######## design 1 ########
Fig. 1: design 1, selected gate families
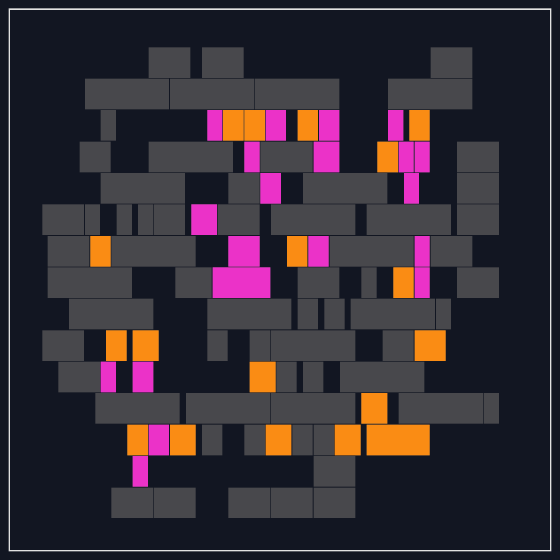

## src/rtl/serial_subtractor_pkg.sv

```systemverilog
// serial_subtractor_pkg
// Shared definitions for the bit-serial subtractor: FSM state encodings
// and the default operand width used when the parent is not overridden.
package serial_subtractor_pkg;

  localparam int DEFAULT_WIDTH = 4;

  // Encodings are fixed so that other blocks decoding the state agree
  typedef enum logic [1:0] {
    ST_IDLE  = 2'd0,
    ST_SHIFT = 2'd1,
    ST_DONE  = 2'd2
  } sub_state_t;

endpackage

```

## src/rtl/serial_subtractor_fa_cell.sv

```systemverilog
// serial_fa_cell
// Combinational 1-bit full adder, the only arithmetic element of the
// serial subtractor datapath.
// Ports:
//   a, b  : addend bits
//   cin   : carry in
//   s     : sum bit
//   cout  : carry out (majority of a, b, cin)
module serial_fa_cell
  import serial_subtractor_pkg::*;
(
  input  logic a,
  input  logic b,
  input  logic cin,
  output logic s,
  output logic cout
);

  assign s    = a ^ b ^ cin;
  assign cout = (a & b) | (a & cin) | (b & cin);

endmodule

```

## src/rtl/serial_subtractor.sv

```systemverilog
// serial_subtractor
// Bit-serial two's-complement subtractor computing diff = a - b - bin,
// one bit per clock, LSB first. A single full-adder cell is reused every
// cycle with the subtrahend bit inverted and the carry seeded with ~bin,
// so a - b - bin becomes a + ~b + ~bin.
// Ports:
//   clk    : system clock, rising edge
//   rst    : synchronous active-high reset
//   start  : request pulse, accepted in IDLE or DONE
//   a, b   : minuend / subtrahend, latched when start is accepted
//   bin    : borrow in, latched with a and b
//   busy   : high while bits are being shifted
//   done   : one-cycle pulse when diff/bout are valid
//   diff   : result modulo 2^WIDTH, held until the next accepted start
//   bout   : borrow out, 1 when unsigned a < b + bin
//   ovf    : signed overflow (only with SUB_OVERFLOW_FLAG_EN defined)
// Optional feature macro: SUB_OVERFLOW_FLAG_EN
module serial_subtractor
  import serial_subtractor_pkg::*;
#(
  parameter int WIDTH = DEFAULT_WIDTH
) (
  input  logic             clk,
  input  logic             rst,
  input  logic             start,
  input  logic [WIDTH-1:0] a,
  input  logic [WIDTH-1:0] b,
  input  logic             bin,
  output logic             busy,
  output logic             done,
  output logic [WIDTH-1:0] diff,
  output logic             bout
`ifdef SUB_OVERFLOW_FLAG_EN
  ,
  output logic             ovf
`endif
);

  localparam int CW = (WIDTH > 2) ? $clog2(WIDTH) : 1;
  localparam logic [CW-1:0] LAST = CW'(WIDTH - 1);

  sub_state_t       state;
  logic [WIDTH-1:0] areg;
  logic [WIDTH-1:0] breg;
  logic             carry;
  logic [CW-1:0]    count;
  logic             bnot;
  logic             fas;
  logic             facout;

  assign bnot = ~breg[0];

  serial_fa_cell u_fa (
    .a    (areg[0]),
    .b    (bnot),
    .cin  (carry),
    .s    (fas),
    .cout (facout)
  );

  // Controller and datapath registers. The operand registers shift right
  // each SHIFT cycle so the bit under processing is always at index 0;
  // on the final step index 0 therefore holds the original MSBs, which is
  // what the overflow flag needs without any extra tracking.
  always_ff @(posedge clk) begin
    if (rst) begin
      state <= ST_IDLE;
      busy  <= 1'b0;
      done  <= 1'b0;
      diff  <= '0;
      bout  <= 1'b0;
      areg  <= '0;
      breg  <= '0;
      carry <= 1'b0;
      count <= '0;
`ifdef SUB_OVERFLOW_FLAG_EN
      ovf   <= 1'b0;
`endif
    end else begin
      done <= 1'b0;
      case (state)
        ST_IDLE, ST_DONE: begin
          if (start) begin
            areg  <= a;
            breg  <= b;
            carry <= ~bin;
            count <= '0;
            busy  <= 1'b1;
            state <= ST_SHIFT;
          end else begin
            state <= ST_IDLE;
          end
        end
        ST_SHIFT: begin
          diff  <= {fas, diff[WIDTH-1:1]};
          carry <= facout;
          areg  <= areg >> 1;
          breg  <= breg >> 1;
          count <= count + 1'b1;
          if (count == LAST) begin
            state <= ST_DONE;
            busy  <= 1'b0;
            done  <= 1'b1;
            bout  <= ~facout;
`ifdef SUB_OVERFLOW_FLAG_EN
            ovf   <= (areg[0] != breg[0]) && (fas != areg[0]);
`endif
          end
        end
        default: state <= ST_IDLE;
      endcase
    end
  end

endmodule
```

## config.mk

```make
export PLATFORM = sky130hd
export DESIGN_NAME = serial_subtractor
export DESIGN_NICKNAME = d
export VERILOG_FILES = /design/src/rtl/serial_subtractor_pkg.sv /design/src/rtl/serial_subtractor_fa_cell.sv /design/src/rtl/serial_subtractor.sv
export SDC_FILE = /design/constraint.sdc
export NUM_CORES = 1
export LEC_CHECK = 0
export CORE_MARGIN = 2
export CORE_UTILIZATION = 45
export DETAILED_ROUTE_END_ITERATION = 10
export PLACE_DENSITY_LB_ADDON = 0.3
export SETUP_SLACK_MARGIN = 0.4
export SLEW_MARGIN = 10
export SYNTH_ARGS = -nofsm -noshare
export SYNTH_HDL_FRONTEND = slang
export SYNTH_SLANG_ARGS = --single-unit
```

## constraint.sdc

```tcl
create_clock -name clk -period 2.3 [get_ports clk]
set_input_delay 0.345 -clock clk [delete_from_list [all_inputs] [get_ports clk]]
set_output_delay 0.345 -clock clk [all_outputs]
set_load 0.005 [all_outputs]
```

######## design 2 ########
[config.mk]
export PLATFORM = sky130hd
export DESIGN_NAME = bcd_scan_display
export DESIGN_NICKNAME = d
export VERILOG_FILES = /design/src/rtl/bcd_disp_pkg.sv /design/src/rtl/bcd_to_seg7.sv /design/src/rtl/bcd_scan_display.sv
export SDC_FILE = /design/constraint.sdc
export NUM_CORES = 1
export LEC_CHECK = 0
export CAP_MARGIN = 20
export CORE_MARGIN = 8
export CORE_UTILIZATION = 48
export DETAILED_ROUTE_END_ITERATION = 6
export GPL_TIMING_DRIVEN = 0
export PLACE_DENSITY = 0.75
export SLEW_MARGIN = 20
export SYNTH_ARGS = -nofsm -noshare
export SYNTH_HDL_FRONTEND = slang
export SYNTH_SLANG_ARGS = --single-unit
[constraint.sdc]
create_clock -name CP -period 2 [get_ports CP]
set_input_delay 0.4 -clock CP [delete_from_list [all_inputs] [get_ports CP]]
set_output_delay 0.4 -clock CP [all_outputs]
set_load 0.02 [all_outputs]
[src/rtl/bcd_disp_pkg.sv]
// Shared constants for the BCD scan display: BCD width, 7-segment patterns and bit order.
// Segment bit order is {g,f,e,d,c,b,a}; all patterns are logic-high (1 = segment lit).
package bcd_disp_pkg;

   localparam int unsigned BCD_W = 4;
   localparam int unsigned SEG_W = 7;

   typedef logic [BCD_W-1:0] bcd_t;
   typedef logic [SEG_W-1:0] seg7_t;

   localparam seg7_t SEG7_0     = 7'h3F;
   localparam seg7_t SEG7_1     = 7'h06;
   localparam seg7_t SEG7_2     = 7'h5B;
   localparam seg7_t SEG7_3     = 7'h4F;
   localparam seg7_t SEG7_4     = 7'h66;
   localparam seg7_t SEG7_5     = 7'h6D;
   localparam seg7_t SEG7_6     = 7'h7D;
   localparam seg7_t SEG7_7     = 7'h07;
   localparam seg7_t SEG7_8     = 7'h7F;
   localparam seg7_t SEG7_9     = 7'h6F;
   localparam seg7_t SEG7_DASH  = 7'h40;
   localparam seg7_t SEG7_BLANK = 7'h00;

endpackage

[src/rtl/bcd_to_seg7.sv]
// Combinational BCD to 7-segment decoder (logic-high). Codes 10..15 decode to a dash.
module bcd_to_seg7
   import bcd_disp_pkg::*;
(
   input  logic [BCD_W-1:0] bcd,
   output logic [SEG_W-1:0] seg
);

   // Digit lookup; anything that is not a decimal digit shows as '-'
   always_comb begin
      seg = SEG7_DASH;
      case (bcd)
         4'd0:    seg = SEG7_0;
         4'd1:    seg = SEG7_1;
         4'd2:    seg = SEG7_2;
         4'd3:    seg = SEG7_3;
         4'd4:    seg = SEG7_4;
         4'd5:    seg = SEG7_5;
         4'd6:    seg = SEG7_6;
         4'd7:    seg = SEG7_7;
         4'd8:    seg = SEG7_8;
         4'd9:    seg = SEG7_9;
         default: seg = SEG7_DASH;
      endcase
   end

endmodule

[src/rtl/bcd_scan_display.sv]
// Time-multiplexed 7-segment driver for NUM_DIGITS packed BCD digits.
// Digits are snapshotted once per frame so a frame never mixes old and new values.
// Optional feature: define LEADING_ZERO_BLANK_EN to blank leading zeros (digit 0 never blanked).
module bcd_scan_display
   import bcd_disp_pkg::*;
#(
   parameter int unsigned NUM_DIGITS     = 6,
   parameter int unsigned SCAN_DIV       = 50000,
   parameter int unsigned SEG_ACTIVE_LOW = 1
) (
   input  logic                        CP,
   input  logic                        CR,
   input  logic                        EN,
   input  logic [BCD_W*NUM_DIGITS-1:0] digits_in,
   input  logic [NUM_DIGITS-1:0]       dp_in,
   output logic [NUM_DIGITS-1:0]       AN,
   output logic [SEG_W-1:0]            SEG,
   output logic                        DP,
   output logic                        frame_done
);

   localparam int unsigned IDX_W = (NUM_DIGITS > 1) ? $clog2(NUM_DIGITS) : 1;
   localparam int unsigned CNT_W = $clog2(SCAN_DIV);
   localparam logic [CNT_W-1:0] CNT_LAST = CNT_W'(SCAN_DIV - 1);
   localparam logic [IDX_W-1:0] IDX_LAST = IDX_W'(NUM_DIGITS - 1);
   localparam bit INVERT = (SEG_ACTIVE_LOW != 0);
`ifdef LEADING_ZERO_BLANK_EN
   // Reset snapshot is all zeros, so only digit 0 is visible until the first snapshot
   localparam logic [NUM_DIGITS-1:0] BLANK_RST = {NUM_DIGITS{1'b1}} << 1;
`else
   localparam logic [NUM_DIGITS-1:0] BLANK_RST = '0;
`endif

   logic [CNT_W-1:0]            presc_q;
   logic [IDX_W-1:0]            idx_q;
   logic [BCD_W*NUM_DIGITS-1:0] snap_q;
   logic [NUM_DIGITS-1:0]       snap_dp_q;
   logic [NUM_DIGITS-1:0]       blank_q;
   logic [NUM_DIGITS-1:0]       blank_d;
   logic                        frame_q;
   logic [NUM_DIGITS-1:0]       an_q;
   logic [SEG_W-1:0]            seg_q;
   logic                        dp_q;
   logic [NUM_DIGITS-1:0]       an_d;
   logic [SEG_W-1:0]            seg_d;
   logic                        dp_d;
   logic [BCD_W-1:0]            cur_bcd;
   logic [SEG_W-1:0]            cur_seg;
   logic                        tick;
   logic                        wrap;

   assign tick = EN && (presc_q == CNT_LAST);
   assign wrap = tick && (idx_q == IDX_LAST);

   // Prescaler and scan index; both freeze while EN is low
   always_ff @(posedge CP or posedge CR) begin
      if (CR) begin
         presc_q <= '0;
         idx_q   <= '0;
      end else if (EN) begin
         presc_q <= tick ? '0 : presc_q + CNT_W'(1);
         if (tick) begin
            idx_q <= (idx_q == IDX_LAST) ? '0 : idx_q + IDX_W'(1);
         end
      end
   end

`ifdef LEADING_ZERO_BLANK_EN
   logic lead;

   // Blank zeros from the top digit down until the first nonzero; digit 0 always shown
   always_comb begin
      blank_d = '0;
      lead    = 1'b1;
      for (int k = NUM_DIGITS - 1; k > 0; k--) begin
         if (lead && (digits_in[k*BCD_W +: BCD_W] == 4'd0)) begin
            blank_d[k] = 1'b1;
         end else begin
            lead = 1'b0;
         end
      end
   end
`else
   assign blank_d = '0;
`endif

   // Frame snapshot, taken on the same edge that idx wraps back to 0
   always_ff @(posedge CP or posedge CR) begin
      if (CR) begin
         snap_q    <= '0;
         snap_dp_q <= '0;
         blank_q   <= BLANK_RST;
         frame_q   <= 1'b0;
      end else begin
         frame_q <= wrap;
         if (wrap) begin
            snap_q    <= digits_in;
            snap_dp_q <= dp_in;
            blank_q   <= blank_d;
         end
      end
   end

   assign cur_bcd = snap_q[{idx_q, 2'b00} +: BCD_W];

   bcd_to_seg7 u_dec (
      .bcd (cur_bcd),
      .seg (cur_seg)
   );

   // Next output pattern for the current slot (logic-high)
   always_comb begin
      an_d        = '0;
      an_d[idx_q] = 1'b1;
      seg_d       = blank_q[idx_q] ? SEG7_BLANK : cur_seg;
      dp_d        = snap_dp_q[idx_q];
   end

   // Registered output stage; holds while EN is low
   always_ff @(posedge CP or posedge CR) begin
      if (CR) begin
         an_q  <= '0;
         seg_q <= '0;
         dp_q  <= 1'b0;
      end else if (EN) begin
         an_q  <= an_d;
         seg_q <= seg_d;
         dp_q  <= dp_d;
      end
   end

   assign AN         = INVERT ? ~an_q  : an_q;
   assign SEG        = INVERT ? ~seg_q : seg_q;
   assign DP         = INVERT ? ~dp_q  : dp_q;
   assign frame_done = frame_q && EN;

endmodule
######## design 3 ########
--- src/rtl/systolic_seq_ctrl.sv ---
// Sequencer for an NxN output-stationary systolic array: clears the PE accumulators,
// drives skewed A/B feed enables, waits for the wavefront to drain, then steps a row readout.
module systolic_seq_ctrl #(
  parameter int N  = 4,
  parameter int KW = 8,
  parameter int TW = 10
) (
  input  logic                 clk,
  input  logic                 rst_n,
  input  logic                 start,
  input  logic                 abort,
  input  logic [KW-1:0]        k_len,
  output logic                 busy,
  output logic                 done,
  output logic                 array_rst_n,
  output logic [TW-1:0]        feed_t,
  output logic [N-1:0]         a_lane_en,
  output logic [N-1:0]         b_lane_en,
  output logic                 res_valid,
  output logic [$clog2(N)-1:0] res_row
);

  localparam int RW  = $clog2(N);
  localparam int CW  = $clog2(N) + 1;
  localparam int TW1 = TW + 1;

  typedef enum logic [2:0] {
    S_IDLE, S_CLEAR, S_FEED, S_DRAIN, S_READ, S_DONE
  } state_t;

  state_t        state;
  logic [KW-1:0] k_reg;
  logic [CW-1:0] cnt;
  logic [TW-1:0] last_t;

  assign last_t = TW'(k_reg) + TW'(N - 2);

  // Lane i is live while its operand index k = t-i lies in [0, K).
  function automatic logic [N-1:0] lane_mask(input logic [TW-1:0] t, input logic [KW-1:0] k);
    logic [TW:0] lo;
    logic [TW:0] hi;
    lane_mask = '0;
    for (int i = 0; i < N; i++) begin
      lo = TW1'(i);
      hi = TW1'(k) + TW1'(i);
      lane_mask[i] = ({1'b0, t} >= lo) && ({1'b0, t} < hi);
    end
  endfunction

  always_ff @(posedge clk or negedge rst_n) begin
    if (!rst_n) begin
      state       <= S_IDLE;
      k_reg       <= '0;
      cnt         <= '0;
      busy        <= 1'b0;
      done        <= 1'b0;
      array_rst_n <= 1'b0;
      feed_t      <= '0;
      a_lane_en   <= '0;
      b_lane_en   <= '0;
      res_valid   <= 1'b0;
      res_row     <= '0;
    end else if (abort && state != S_IDLE) begin
      state       <= S_IDLE;
      cnt         <= '0;
      busy        <= 1'b0;
      done        <= 1'b0;
      array_rst_n <= 1'b1;
      feed_t      <= '0;
      a_lane_en   <= '0;
      b_lane_en   <= '0;
      res_valid   <= 1'b0;
      res_row     <= '0;
    end else begin
      case (state)
        S_IDLE: begin
          array_rst_n <= 1'b1;
          done        <= 1'b0;
          if (start && !abort) begin
            k_reg       <= k_len;
            cnt         <= '0;
            busy        <= 1'b1;
            array_rst_n <= 1'b0;
            state       <= S_CLEAR;
          end
        end
        S_CLEAR: begin
          if (cnt == CW'(1)) begin
            array_rst_n <= 1'b1;
            cnt         <= '0;
            if (k_reg == '0) begin
              state     <= S_READ;
              res_valid <= 1'b1;
              res_row   <= '0;
            end else begin
              state     <= S_FEED;
              feed_t    <= '0;
              a_lane_en <= lane_mask('0, k_reg);
              b_lane_en <= lane_mask('0, k_reg);
            end
          end else begin
            cnt <= cnt + CW'(1);
          end
        end
        S_FEED: begin
          if (feed_t == last_t) begin
            state     <= S_DRAIN;
            feed_t    <= '0;
            a_lane_en <= '0;
            b_lane_en <= '0;
            cnt       <= '0;
          end else begin
            feed_t    <= feed_t + TW'(1);
            a_lane_en <= lane_mask(feed_t + TW'(1), k_reg);
            b_lane_en <= lane_mask(feed_t + TW'(1), k_reg);
          end
        end
        S_DRAIN: begin
          // N-1 idle cycles let the last product reach PE(N-1,N-1).
          if (cnt == CW'(N - 2)) begin
            state     <= S_READ;
            res_valid <= 1'b1;
            res_row   <= '0;
          end else begin
            cnt <= cnt + CW'(1);
          end
        end
        S_READ: begin
          if (res_row == RW'(N - 1)) begin
            res_valid <= 1'b0;
            res_row   <= '0;
            done      <= 1'b1;
            state     <= S_DONE;
          end else begin
            res_row <= res_row + RW'(1);
          end
        end
        S_DONE: begin
          done  <= 1'b0;
          busy  <= 1'b0;
          state <= S_IDLE;
        end
        default: state <= S_IDLE;
      endcase
    end
  end

endmodule
--- config.mk ---
export PLATFORM = sky130hd
export DESIGN_NAME = systolic_seq_ctrl
export DESIGN_NICKNAME = d
export VERILOG_FILES = /design/src/rtl/systolic_seq_ctrl.sv
export SDC_FILE = /design/constraint.sdc
export NUM_CORES = 1
export LEC_CHECK = 0
export CORE_ASPECT_RATIO = 1.1
export CORE_UTILIZATION = 55
export DETAILED_ROUTE_END_ITERATION = 10
export GPL_TIMING_DRIVEN = 1
export PLACE_DENSITY = 0.78
export SETUP_SLACK_MARGIN = 0.15
export SLEW_MARGIN = 20
export SYNTH_ARGS = -nofsm -noshare
export SYNTH_HDL_FRONTEND = slang
export SYNTH_SLANG_ARGS = --single-unit
--- constraint.sdc ---
create_clock -name clk -period 4.9 [get_ports clk]
set_clock_uncertainty 0.2 [all_clocks]
set_input_delay 0.49 -clock clk [delete_from_list [all_inputs] [get_ports clk]]
set_output_delay 0.49 -clock clk [all_outputs]
set_load 0.03 [all_outputs]
Fig. 2: design 1, clock routing
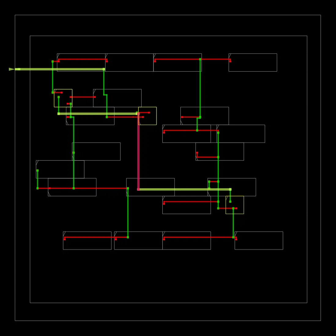
CTS sink cnt: 20
clock buffers: 3
Seq cells: 20
CTS Buf Count: 3

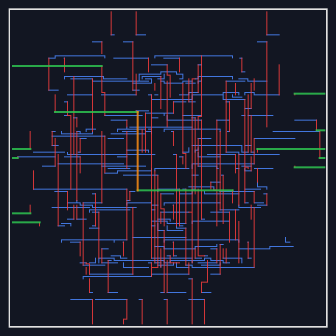
Fig. 3. Routed metal, one colour a layer (design 1).
legend:
  orange:
    layer: M4
    wire_length: 11.6 um
  green:
    layer: M3
    wire_length: 69.5 um
  red:
    layer: M2
    wire_length: 653 um
  blue:
    layer: M1
    wire_length: 671 um

## Picture notes: Fig. 1
legend:
  magenta:
    family: nand cells
    cells: 20
    most_used: nand2_1
  orange:
    family: aoi and oai cells
    cells: 18
    most_used: a21oi_1
Top cell excl fill/tap: dfxtp_1
post-route insts no fill: 127

==> ci_impl_report.md, design 1 <==
### Metrics collected by this job

| Metric | Value |
|---|---|
| CTS tree | `done` |
| Clock-pin slew on the worst setup and hold paths | `100 ps` |
| Share of cells above drive strength 1 | `0.0784` |
| # Cells Yosys | `between 80 and 90` |
| Fmax | `663 MHz` |
| Worst Setup EP | `diff[2]` |
| Sequential cell area | `roughly 400 sq um` |
| DP Area | `around 970 sq um` |
| Cycle use final | `0.656` |
| Vias | `roughly 640` |
| Kind of critical path | `reg -> out` |
| Root Driver | `clkbuf_4` |
| Chip Area | `0.00218 sq mm` |
| Cell Pwr Density | `approximately 660 mW/mm^2` |
| CP max stage cell | `clkdlybuf4s50_1` |
| Status | `completed` |
| RSZ-0062 raised after global routing | `no` |
| Vias/cell | `between 5 and 6` |
| Syn Area/Cell | `between 9 and 10 sq um` |
[design 1: cell families after synthesis]
kind of cell,count (synthesis)
simple gates,37
compound gates,20
flops,20
buf+inv,9
fa+ha+maj,2
[design 1: sequential cells by signal, summed over array words and instances, names as in the netlist]
register,count
carry,1
busy,1
done,1
diff,4
areg,4
bout,1
state,2
count,2
breg,4
[design 1: layer usage]
layer  track usage  wire length [um]
met5             0                 0
met3        0.0706                69
met2         0.253               652
met4        0.0500                11
met1         0.153               671
[design 1: cells in the mapped netlist (2+ instances only)]
| library cell | number | area (sq um) |
|---|---|---|
| nand3_1 | 6 | 30.0 |
| dfxtp_1 | 20 | 400 |
| nor2_1 | 5 | 18.8 |
| o22ai_1 | 6 | 37.5 |
| inv_1 | 2 | 7.51 |
| a21oi_1 | 10 | 50.1 |
| clkbuf_1 | 2 | 7.51 |
| nand2_1 | 10 | 37.5 |
| nand2b_1 | 2 | 12.5 |
| buf_6 | 2 | 22.5 |
| nor3_1 | 10 | 50.1 |
[design 1: worst min-delay path, cell delays in order, from the launching register on]
cell and delay, ps:
dfxtp_1 330, nand2_1 50, a21oi_1 50
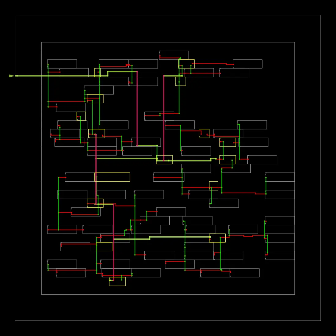
Fig. 4. Clock routing (design 2).
clock buffers: 10
power in the clock group: 1.15 mW

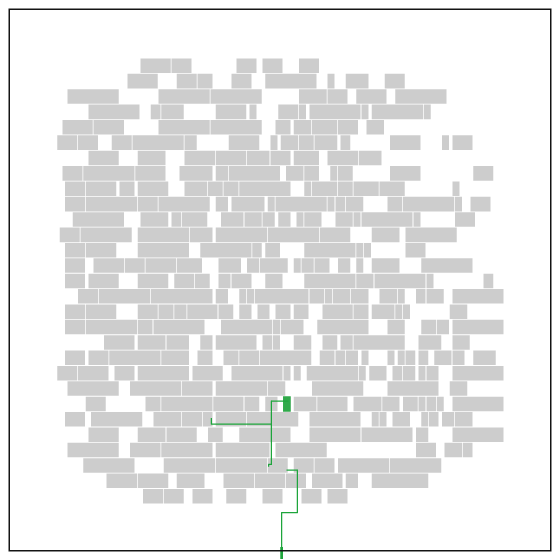
Fig. 5. Wires at chosen ports, followed through buffers (design 2).
legend:
  green:
    port: DP
    direction: output
    end_cells: 1
    buffers: 1
    wire: 45.0 um
Port Buffer Count: 47
I/O pins: 48

==> ci_impl_report.md, design 2 <==
### Metrics collected by this job

| Metric | Value |
|---|---|
| CTS sink cnt | `between 60 and 70` |
| Mapped Nets | `between 200 and 300` |
| LEAKAGE | `2.03 nW` |
| Critical path cell sequence | `buf_8 -> buf_4 -> mux2i_1 -> o22ai_1 -> nor2_2 -> ha_1 -> inv_1 -> mux2_4 -> a221oi_2` |
| Tot Pwr | `about 2.8 mW` |
| Clock skew | `about 11 ps` |
| Net Sw Frac | `0.252` |
| Post-route insts no fill | `~420` |
| Comb power frac | `0.087` |
| Antenna Cells | `0` |
| Vias in the first global route | `about 2,300` |
| 1st-iter DRT viols | `106` |
| Vias | `2,236` |
| Biggest regs | `snap_q x24, presc_q x16, seg_q x7` |
| RePlAce Congestion | `0.804` |
| Clk pwr share | `0.411` |
| Top-area cell share | `0.527` |
| CP max stage cell | `dfrtp_2` |
| Min-Delay Path Class | `in -> async` |
| CP Launch Type | `flip-flop` |
| Finish-stage setup viols | `33` |
| DP Area | `0.00366 sq mm` |
| Largest net degree at the start of global routing | `between 40 and 50` |
| Vias/cell | `about 5.4` |
| Failing checks | `negative setup slack` |
| Setup WS post-layout | `-96.1 ps` |
| Yosys reg bits | `approximately 64` |
| Antenna violations before repair | `0` |
| Fin Hold WS | `346 ps` |
| Fill cell count | `roughly 440` |
| CTS tree | `done` |
| Comb pwr | `between 200 and 250 uW` |
| Place WS | `-772 ps` |
| Cell Pwr Density | `between 600 and 700 mW/mm^2` |
| Status | `finished, violations left` |
| Leading power group | `registers` |
[design 2: metal layers]
layer | share of wire | global-route usage
met2 | 0.50 | 0.239
met5 | 0 | 0
met4 | 0.026 | 0.0717
met3 | 0.041 | 0.0496
met1 | 0.43 | 0.189
[design 2: layout make-up]
type / count / area (sq um) / area share
Clock inverter: 6 / 67.6 / 0.0156
Clock buffer: 10 / 138 / 0.0318
Buffer: 11 / 115 / 0.0266
Timing Repair Buffer: 72 / 731 / 0.169
Tap cell: 77 / 96.3 / 0.0222
Inverter: 22 / 85.1 / 0.0196
Multi-Input combinational cell: 154 / 1500 / 0.345
Sequential cell: 64 / 1600 / 0.370
[design 2: logic make-up (layout without fill, tap and decap cells)]
family / after synthesis / in the layout / share of synthesized area
buffers and inverters: 34 / 121 / 0.0515
and+or+nand+nor: 54 / 54 / 0.0952
xor gates and xnor gates: 14 / 14 / 0.0404
adders and majority gates: 7 / 7 / 0.0288
DFF: 64 / 64 / 0.527
muxes: 52 / 52 / 0.195
AOI/OAI and AO/OA: 26 / 27 / 0.0618
[design 2: repair_timing]
item | CTS | global route
setup buffers | 14 | 7
pin swaps | 7 | 6
cloned | 0 | 4
endpoints found under the setup margin | 38 | 37
resized | 21 | 50
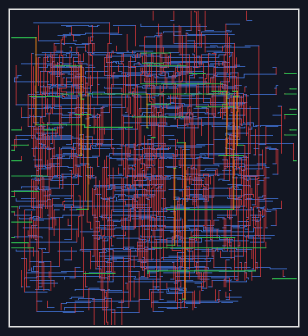
Fig. 6. Routed metal, one colour a layer (design 3).
legend:
  orange:
    layer: M4
    wire_length: 209 um
  blue:
    layer: M1
    wire_length: 3,690 um
  green:
    layer: M3
    wire_length: 371 um
  red:
    layer: M2
    wire_length: 4,120 um
Vias: 2,938
Tot GR Track Use: 0.282
wire length per cell: 17.6 um
final wirelength: 8.39 mm

==> ci_impl_report.md, design 3 <==
### Metrics collected by this job

| Metric | Value |
|---|---|
| Status | `completed` |
| Metal2 WL | `between 4 and 5 mm` |
| Yosys top cell by area | `dfrtp_1` |
| Vias/cell | `6.17` |
| Vias in the first global route | `~3,000` |
| Max reg flops | `10` |
| First-pass iteration count of the detailed router | `4` |
| Endpoint, Worst Hold | `b_lane_en[1]` |
| Total congestion overflow | `0` |
| Layout Area Growth over Synthesis | `12.9%` |
| Cell Pwr Density | `537 mW/mm^2` |
| Antenna Nets Post-Route | `0` |
| Post-Synthesis Cells | `between 300 and 400` |
| Reg2Reg Depth | `10` |
| Hold path start | `b_lane_en[1]` |
| Place WS | `approximately 1500 ps` |
| Worst Setup End Kind | `flip-flop` |
| # Cells Yosys | `around 380` |
| Worst Setup EP | `b_lane_en[2]` |
| Slew @ Worst Pin | `997 ps` |
| Reg-to-Reg Start | `feed_t[0]` |
| Synth Flop Type | `dfrtp_1` |
| Maxcap violations | `0` |
| Syn Area/Cell | `a little under 9 sq um` |
| Reg-to-Reg End | `b_lane_en[2]` |
| Dpl cells | `around 470` |
| Root Driver | `clkbuf_8` |
| Synth Warn # | `0` |
| Crit path max fanout | `12` |
| RSZ-0062 raised after global routing | `no` |
| Core area | `~0.0058 sq mm` |
-- design 3: cell usage in the layout, fill, tap and decap left out, types with 13 or more instances in the layout --
master           instances
a21oi_1                 19
clkdlybuf4s50_1         35
dfrtp_1                 34
ha_1                    44
inv_1                   20
nand2_1                 28
nor2_1                  24
nor3_1                  13
o21ai_0                 17
xnor2_1                 25
-- design 3: power groups by stage --
stage | clock (mW) | sequential (mW) | combinational [mW]
3_3_place_gp | 0 | 0.551 | 1.12
6_report | 0.319 | 0.556 | 1.15
5_1_grt | 0.332 | 0.580 | 1.29
4_1_cts | 0.323 | 0.550 | 1.15
2_1_floorplan | 0 | 0.486 | 0.927
3_5_place_dp | 0 | 0.554 | 1.15
-- design 3: layout make-up --
type | count | area, sq um | area share
Inverter | 20 | 75.1 | 0.0199
Clock inverter | 3 | 68.8 | 0.0182
Clock buffer | 5 | 68.8 | 0.0182
Timing Repair Buffer | 36 | 358 | 0.0947
Multi-Input combinational cell | 301 | 2260 | 0.598
Sequential cell | 34 | 851 | 0.225
Tap cell | 77 | 96.3 | 0.0255

==> screenshots <==
Clock network drawn from the DEF.
shot_01.png
Scale bar: 20 um.
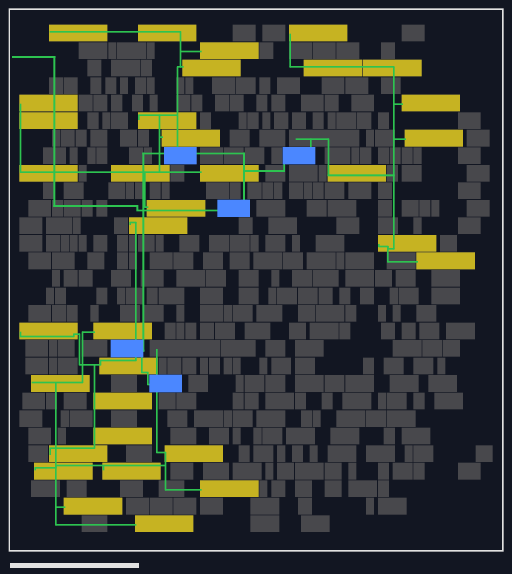
shot_02.png
Scale bar: 10 um.
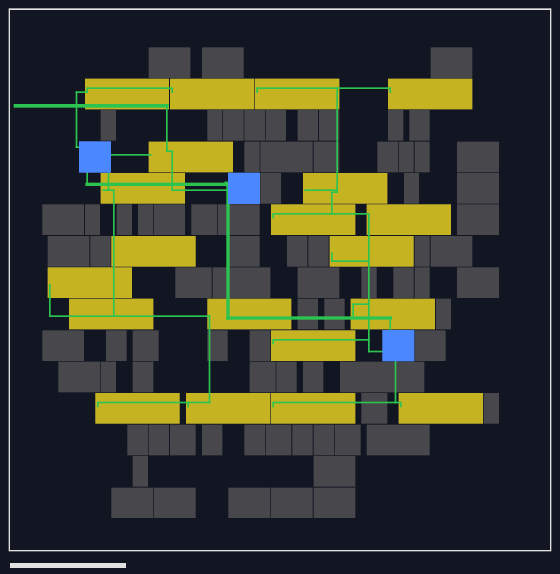
shot_03.png
Scale bar: 20 um.
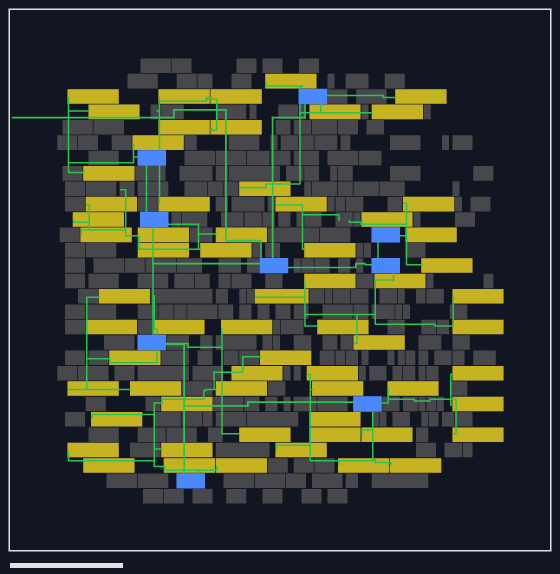
shot_03.png -> design 2
shot_01.png -> design 3
shot_02.png -> design 1
Of these, fewest sequential cells: shot_02.png
Of these, largest die: shot_03.png

Key to shot_01.png:
legend:
  blue:
    item: clock-net drivers
    count: 5
  green:
    item: clock wires
    length: 498 um
  yellow:
    item: flip-flops
    count: 34
flops lie: spread over the die
routed clock nets: 6


Power and IR drop assume default switching activity.
